######## line_clear_ctrl ########
==> line_clear_ctrl/final_clocks.png <==
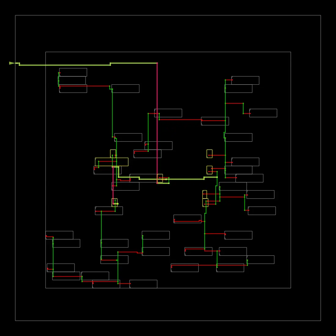
==> line_clear_ctrl/clock_map.png <==
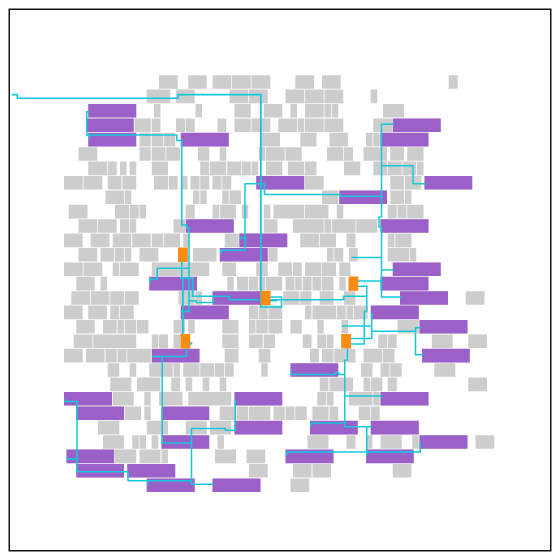
## src/rtl/line_clear_ctrl.sv

```systemverilog
// Row-clear sequencer for the playfield occupancy store.
// Scans bottom-up, drops full rows, compacts survivors downward, zero-fills the top.
module line_clear_ctrl #(
  parameter int COLS = 10,
  parameter int ROWS = 20
) (
  input  logic       clk,
  input  logic       resetn,
  input  logic       start,
  output logic       busy,
  output logic       done,
  output logic [4:0] lines,
  input  logic       g_we,
  input  logic [3:0] g_wx,
  input  logic [4:0] g_wy,
  input  logic       g_wdata,
  input  logic [3:0] g_rx,
  input  logic [4:0] g_ry,
  output logic       g_rdata,
  output logic       b_we,
  output logic [3:0] b_wx,
  output logic [4:0] b_wy,
  output logic       b_wdata,
  output logic [3:0] b_rx,
  output logic [4:0] b_ry,
  input  logic       b_rdata
);

  localparam logic [3:0] XLAST = 4'(COLS - 1);
  localparam logic [5:0] RLAST = 6'(ROWS - 1);

  typedef enum logic [2:0] {IDLE, READ, EVAL, COPY, FILL, DONE} state_t;

  state_t          state;
  logic [5:0]      src;
  logic [5:0]      dst;
  logic [3:0]      x;
  logic [4:0]      count;
  logic [COLS-1:0] rowbuf;

  always_ff @(posedge clk or negedge resetn) begin
    if (!resetn) begin
      state  <= IDLE;
      src    <= '0;
      dst    <= '0;
      x      <= '0;
      count  <= '0;
      rowbuf <= '0;
      busy   <= 1'b0;
      done   <= 1'b0;
      lines  <= '0;
    end else begin
      done <= 1'b0;
      case (state)
        IDLE: begin
          if (start) begin
            state <= READ;
            src   <= RLAST;
            dst   <= RLAST;
            x     <= '0;
            count <= '0;
            busy  <= 1'b1;
          end
        end
        READ: begin
          rowbuf[x] <= b_rdata;
          x         <= x + 4'd1;
          if (x == XLAST) state <= EVAL;
        end
        EVAL: begin
          x <= '0;
          if (&rowbuf) begin
            count <= count + 5'd1;
            src   <= src - 6'd1;
            // Row 0 was full: at least one row cleared, so the top always needs filling.
            state <= (src == 6'd0) ? FILL : READ;
          end else if (src != dst) begin
            state <= COPY;
          end else begin
            src <= src - 6'd1;
            dst <= dst - 6'd1;
            // src==dst implies nothing cleared yet, so reaching row 0 means no fill.
            if (src == 6'd0) begin
              state <= DONE;
              done  <= 1'b1;
              lines <= count;
            end else begin
              state <= READ;
            end
          end
        end
        COPY: begin
          x <= x + 4'd1;
          if (x == XLAST) begin
            x   <= '0;
            src <= src - 6'd1;
            dst <= dst - 6'd1;
            if (src != 6'd0) begin
              state <= READ;
            end else if (count != 5'd0) begin
              state <= FILL;
            end else begin
              state <= DONE;
              done  <= 1'b1;
              lines <= count;
            end
          end
        end
        FILL: begin
          // dst now equals count-1, so rows dst..0 are exactly the vacated rows.
          x <= x + 4'd1;
          if (x == XLAST) begin
            x <= '0;
            if (dst == 6'd0) begin
              state <= DONE;
              done  <= 1'b1;
              lines <= count;
            end else begin
              dst <= dst - 6'd1;
            end
          end
        end
        DONE: begin
          state <= IDLE;
          busy  <= 1'b0;
        end
        default: state <= IDLE;
      endcase
    end
  end

  always_comb begin
    b_we    = 1'b0;
    b_wx    = '0;
    b_wy    = '0;
    b_wdata = 1'b0;
    b_rx    = '0;
    b_ry    = '0;
    g_rdata = 1'b0;
    case (state)
      IDLE: begin
        b_we    = g_we;
        b_wx    = g_wx;
        b_wy    = g_wy;
        b_wdata = g_wdata;
        b_rx    = g_rx;
        b_ry    = g_ry;
        g_rdata = b_rdata;
      end
      READ: begin
        b_rx = x;
        b_ry = src[4:0];
      end
      COPY: begin
        b_we    = 1'b1;
        b_wx    = x;
        b_wy    = dst[4:0];
        b_wdata = rowbuf[x];
      end
      FILL: begin
        b_we = 1'b1;
        b_wx = x;
        b_wy = dst[4:0];
      end
      default: ;
    endcase
  end

endmodule

```

## config.mk

```make
export PLATFORM = sky130hd
export DESIGN_NAME = line_clear_ctrl
export DESIGN_NICKNAME = d
export VERILOG_FILES = /design/src/rtl/line_clear_ctrl.sv
export SDC_FILE = /design/constraint.sdc
export NUM_CORES = 1
export LEC_CHECK = 0
export CAP_MARGIN = 20
export CORE_MARGIN = 10
export CORE_UTILIZATION = 42
export CTS_BUF_LIST = sky130_fd_sc_hd__clkbuf_2
export DETAILED_ROUTE_END_ITERATION = 16
export HOLD_SLACK_MARGIN = 0.03
export PLACE_DENSITY = 0.66
export SLEW_MARGIN = 20
export SYNTH_ARGS = -nofsm -noshare
export SYNTH_HDL_FRONTEND = slang
export SYNTH_SLANG_ARGS = --single-unit
```

## constraint.sdc

```tcl
create_clock -name clk -period 3.65 [get_ports clk]
set_clock_uncertainty 0.15 [all_clocks]
set_input_delay 0.5475 -clock clk [delete_from_list [all_inputs] [get_ports clk]]
set_output_delay 0.5475 -clock clk [all_outputs]
set_load 0.005 [all_outputs]
```

==> results.json <==
{
  "outcome": "finished clean",
  "signal_buffers": 56,
  "synth_area_per_cell_um2": 8.99,
  "insertion_delay_ns": 0.40,
  "die_h_um": 102,
  "synth-edff-count": 0,
  "r2r-start": "src[0]",
  "fin_crit_ns": 3.19,
  "drtIter0Drc": 158,
  "finalCritPeriodShare": 0.874,
  "wl_um": 7460,
  "cp_top_family": "simple AND/OR/NAND/NOR gates",
  "grt_pass1_vias": 2488,
  "cp-startpoint": "state[0]",
  "synthCells": 314,
  "logic_area_mm2": 0.00167,
  "fin_cells": 434,
  "wl_met2_um": 3560,
  "synthTopCellsByCount": "dfrtp_1 (41), nand2_1 (32), nor2_1 (23)",
  "setup_violations": 0,
  "met1_usage": 0.190,
  "drt_pre_antenna_iters": 4,
  "yosysUniqueCellTypes": 57,
  "ys_area_mm2": 0.00282,
  "die-area_mm2": 0.0104,
  "arrival_ns": 2.49,
  "area_delta_synth_final_pct": 22.1,
  "insertedDiodeCount": 0,
  "ys_seq_frac": 0.363,
  "nonClkBufAreaFrac": 0.158,
  "placed_area_mm2": 0.00338,
  "grt_busiest_layer": "met2",
  "rows": 29,
  "whs_ns": 0.0959,
  "wl_met3_um": 474,
  "xor_share": 0.0279,
  "ant_nets": 0,
  "tightest_slew_ns": 0.945,
  "io_buffers": 51,
  "die_width_um": 102,
  "tns_ns": 0,
  "grt.total_usage": 0.147,
  "ff2ff_setup_slack_ns": 1.03,
  "dp_hpwl_um": 5650,
  "r2r-end": "lines[1]",
  "critPathKind": "flip-flop to primary output",
  "top_regs": "rowbuf (10), dst (6), src (6)",
  "cts_setup_buffers": 0
}
About line_clear_ctrl/final_clocks.png:
Clock Power: 0.270 mW
TritonCTS sink count: 41
CTS buffer count: 5

About line_clear_ctrl/clock_map.png:
legend:
  cells driving clock nets:
    color: orange
    count: 5
  clock wires:
    color: cyan
    length: 577 µm
  flip-flops:
    color: purple
    count: 41
routed clock nets: 6


######## input_vc_buffer ########
==> input_vc_buffer/cell_classes.png <==
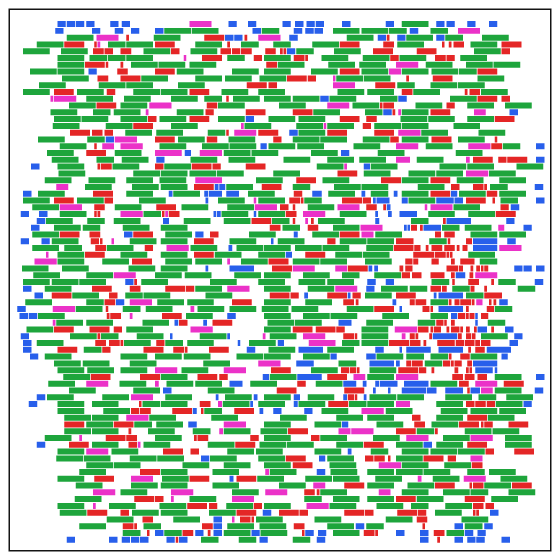
==> input_vc_buffer/drive_strength.png <==
The bar under the picture is 50 µm long.
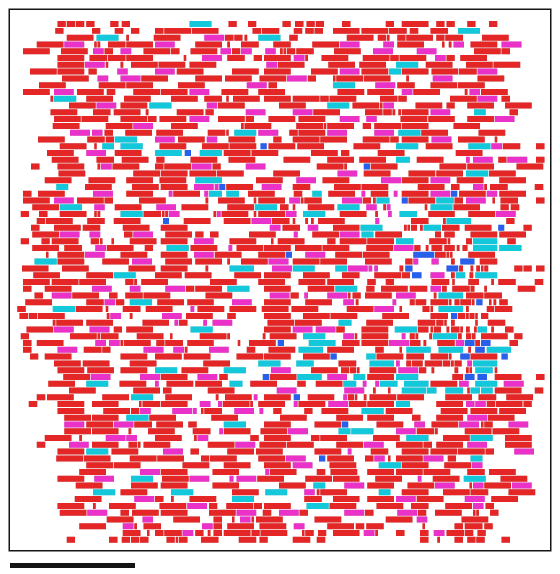
===== src/rtl/input_vc_buffer.sv =====
// input_vc_buffer: two-VC input buffer feeding a registered output stage.
// A wormhole lock FSM keeps a packet's flits contiguous on the output, and
// round-robin arbitration chooses between VCs while idle. Each dequeue
// pulses a one-cycle credit back to the upstream router.
// Optional sticky error flags (overflow, protocol) are built only when the
// macro IVB_ERR_CHECK_EN is defined.
module input_vc_buffer #(
  parameter int                FLIT_SIZE   = 64,
  parameter int                DEPTH       = 4,
  parameter int                TYPE_W      = 2,
  parameter logic [TYPE_W-1:0] HEAD_FLIT   = 2'b01,
  parameter logic [TYPE_W-1:0] BODY_FLIT   = 2'b10,
  parameter logic [TYPE_W-1:0] TAIL_FLIT   = 2'b11,
  parameter logic [TYPE_W-1:0] SINGLE_FLIT = 2'b00
) (
  input  logic                 clk,
  input  logic                 rst,
  input  logic [FLIT_SIZE-1:0] flit_in,
  input  logic                 flit_valid_in,
  input  logic                 vc_in,
  input  logic                 stall,
  output logic [FLIT_SIZE-1:0] flit_out,
  output logic                 flit_valid_out,
  output logic [1:0]           credit_out
`ifdef IVB_ERR_CHECK_EN
  ,
  output logic [1:0]           err
`endif
);
  localparam int               PTR_W    = $clog2(DEPTH);
  localparam int               CNT_W    = PTR_W + 1;
  localparam logic [CNT_W-1:0] FULL_CNT = CNT_W'(DEPTH);

  typedef enum logic [1:0] {
    IDLE  = 2'b00,
    LOCK0 = 2'b01,
    LOCK1 = 2'b10
  } state_t;

  logic [FLIT_SIZE-1:0] mem_q [2][DEPTH];
  logic [PTR_W-1:0]     rd_ptr_q [2];
  logic [PTR_W-1:0]     rd_ptr_d [2];
  logic [CNT_W-1:0]     count_q [2];
  logic [CNT_W-1:0]     count_d [2];
  state_t               state_q, state_d;
  logic                 last_grant_q, last_grant_d;
  logic [FLIT_SIZE-1:0] flit_out_q;
  logic                 valid_q;
  logic [1:0]           credit_q;

  logic [1:0]           empty_s, full_s, elig_s, deq_vec_s, wr_vec_s;
  logic                 load_s, grant_vld_s, grant_vc_s, deq_s, wr_en_s;
  logic [FLIT_SIZE-1:0] front_s [2];
  logic [FLIT_SIZE-1:0] grant_flit_s;
  logic [TYPE_W-1:0]    grant_type_s;
  logic [PTR_W-1:0]     wr_idx_s;

  // Per-VC occupancy status and the flit at the head of each FIFO
  always_comb begin
    for (int v = 0; v < 2; v++) begin
      empty_s[v] = (count_q[v] == {CNT_W{1'b0}});
      full_s[v]  = (count_q[v] == FULL_CNT);
      front_s[v] = mem_q[v][rd_ptr_q[v]];
    end
  end

  // Lock-aware eligibility, round-robin grant, and write acceptance
  always_comb begin
    elig_s = 2'b00;
    case (state_q)
      IDLE:    elig_s = ~empty_s;
      LOCK0:   elig_s = {1'b0, ~empty_s[0]};
      LOCK1:   elig_s = {~empty_s[1], 1'b0};
      default: elig_s = 2'b00;
    endcase
    load_s      = ~stall | ~valid_q;
    grant_vld_s = |elig_s;
    if (elig_s == 2'b11) begin
      grant_vc_s = ~last_grant_q;
    end else begin
      grant_vc_s = elig_s[1];
    end
    deq_s        = load_s & grant_vld_s;
    deq_vec_s    = {deq_s & grant_vc_s, deq_s & ~grant_vc_s};
    grant_flit_s = front_s[grant_vc_s];
    grant_type_s = grant_flit_s[FLIT_SIZE-1 -: TYPE_W];
    // A read of a full FIFO frees its slot in time for a same-cycle write.
    wr_en_s  = flit_valid_in & (~full_s[vc_in] | deq_vec_s[vc_in]);
    wr_vec_s = {wr_en_s & vc_in, wr_en_s & ~vc_in};
    // Tail slot; when full this equals the slot being read out this cycle.
    wr_idx_s = rd_ptr_q[vc_in] + count_q[vc_in][PTR_W-1:0];
  end

  // FIFO bookkeeping and wormhole lock next-state on each dequeue
  always_comb begin
    for (int v = 0; v < 2; v++) begin
      rd_ptr_d[v] = rd_ptr_q[v] + PTR_W'(deq_vec_s[v]);
      count_d[v]  = count_q[v] + CNT_W'(wr_vec_s[v]) - CNT_W'(deq_vec_s[v]);
    end
    state_d      = state_q;
    last_grant_d = last_grant_q;
    if (deq_s) begin
      last_grant_d = grant_vc_s;
      case (state_q)
        IDLE: begin
          case (grant_type_s)
            HEAD_FLIT:                         state_d = grant_vc_s ? LOCK1 : LOCK0;
            SINGLE_FLIT, BODY_FLIT, TAIL_FLIT: state_d = IDLE;
            default:                           state_d = IDLE;
          endcase
        end
        LOCK0, LOCK1: begin
          if (grant_type_s == TAIL_FLIT) begin
            state_d = IDLE;
          end else begin
            state_d = state_q;
          end
        end
        default: state_d = IDLE;
      endcase
    end else begin
      state_d = state_q;
    end
  end

  // Flit storage; contents need no reset because counts gate visibility
  always_ff @(posedge clk) begin
    if (wr_en_s && !rst) begin
      mem_q[vc_in][wr_idx_s] <= flit_in;
    end
  end

  // Control state, FIFO pointers and the registered output stage
  always_ff @(posedge clk) begin
    if (rst) begin
      for (int v = 0; v < 2; v++) begin
        rd_ptr_q[v] <= {PTR_W{1'b0}};
        count_q[v]  <= {CNT_W{1'b0}};
      end
      state_q      <= IDLE;
      last_grant_q <= 1'b1;
      flit_out_q   <= {FLIT_SIZE{1'b0}};
      valid_q      <= 1'b0;
      credit_q     <= 2'b00;
    end else begin
      for (int v = 0; v < 2; v++) begin
        rd_ptr_q[v] <= rd_ptr_d[v];
        count_q[v]  <= count_d[v];
      end
      state_q      <= state_d;
      last_grant_q <= last_grant_d;
      credit_q     <= deq_vec_s;
      if (load_s) begin
        valid_q <= grant_vld_s;
        if (grant_vld_s) begin
          flit_out_q <= grant_flit_s;
        end
      end
    end
  end

  assign flit_out       = flit_out_q;
  assign flit_valid_out = valid_q;
  assign credit_out     = credit_q;

`ifdef IVB_ERR_CHECK_EN
  logic [1:0] err_q;
  logic       proto_bad_s;

  // Front flit type that contradicts the current lock state
  always_comb begin
    proto_bad_s = 1'b0;
    case (state_q)
      IDLE:         proto_bad_s = (grant_type_s == BODY_FLIT) || (grant_type_s == TAIL_FLIT);
      LOCK0, LOCK1: proto_bad_s = (grant_type_s == HEAD_FLIT) || (grant_type_s == SINGLE_FLIT);
      default:      proto_bad_s = 1'b0;
    endcase
  end

  // Sticky overflow / protocol flags, cleared only by reset
  always_ff @(posedge clk) begin
    if (rst) begin
      err_q <= 2'b00;
    end else begin
      if (flit_valid_in && !wr_en_s) begin
        err_q[0] <= 1'b1;
      end
      if (deq_s && proto_bad_s) begin
        err_q[1] <= 1'b1;
      end
    end
  end

  assign err = err_q;
`endif

endmodule


===== config.mk =====
export PLATFORM = sky130hd
export DESIGN_NAME = input_vc_buffer
export DESIGN_NICKNAME = d
export VERILOG_FILES = /design/src/rtl/input_vc_buffer.sv
export SDC_FILE = /design/constraint.sdc
export NUM_CORES = 1
export LEC_CHECK = 0
export CAP_MARGIN = 10
export CORE_MARGIN = 2
export CORE_UTILIZATION = 50
export DETAILED_ROUTE_END_ITERATION = 12
export GPL_TIMING_DRIVEN = 0
export MAX_ROUTING_LAYER = met4
export PLACE_DENSITY_LB_ADDON = 0.1
export SLEW_MARGIN = 20
export SYNTH_ARGS = -nofsm -noshare
export SYNTH_HDL_FRONTEND = slang
export SYNTH_SLANG_ARGS = --single-unit

===== constraint.sdc =====
create_clock -name clk -period 22.5 [get_ports clk]
set_input_delay 5.625 -clock clk [delete_from_list [all_inputs] [get_ports clk]]
set_output_delay 5.625 -clock clk [all_outputs]
set_load 0.01 [all_outputs]

==> results.json <==
{
  "cts_made_buffers": 58,
  "cp_slowest_cell": "nor3_2",
  "r2r-start": "state_q[1]",
  "area_delta_synth_final_pct": 21.3,
  "grt_busiest_layer": "met2",
  "seq_power_mw": 1.37,
  "p_comb_mw": 1.13,
  "insertedDiodeCount": 4,
  "tns_ns": 0,
  "ios": 136,
  "die_width_um": 216,
  "critPathCapture": "mem_q[0][198]",
  "outcome": "finished clean",
  "drtIter0Drc": 943,
  "met3_usage": 0.0382,
  "io_buffers": 133,
  "yosysWarnings": 0,
  "tool_warnings": 29,
  "ctsHoldBuffers": 0,
  "biggestCellCategory": "flip-flops and latches",
  "grt.total_usage": 0.224
}
Notes on input_vc_buffer/cell_classes.png above:
legend:
  other buffers and delay cells:
    color: blue
    cells: 235
  flip-flops:
    color: green
    cells: 592
  all other logic:
    color: red
    cells: 420
  clock drivers and dummy loads:
    color: magenta
    cells: 110

Notes on input_vc_buffer/drive_strength.png above:
legend:
  drive 2:
    color: magenta
    cells: 231
    share: 17%
    most_used: mux4_2
  drive 6 and up:
    color: cyan
    cells: 112
    share: 8.3%
    most_used: clkbuf_16
  drive 1 or less:
    color: red
    cells: 985
    share: 73%
    most_used: edfxtp_1
  drive 3 to 4:
    color: blue
    cells: 29
    share: 2.1%
    most_used: buf_4



==> gallery <==
Sequential cells grouped by signal name.
Plate I
The bar under the picture is 20 µm long. Other sequential cells in the stronger gray, the rest of the logic in the fainter gray.
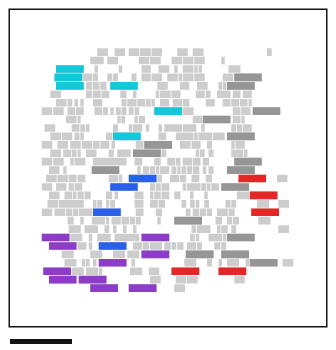
Plate II
The bar under the picture is 50 µm long. Other sequential cells in the stronger gray, the rest of the logic in the fainter gray.
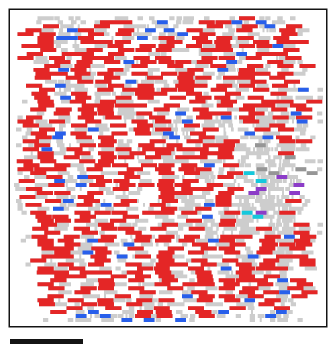
- most sequential cells: Plate II
- most cells: Plate II
| from | picture |
|---|---|
| input_vc_buffer | Plate II |
| line_clear_ctrl | Plate I |

No activity file was given, so power comes from the tool's default toggle rates.
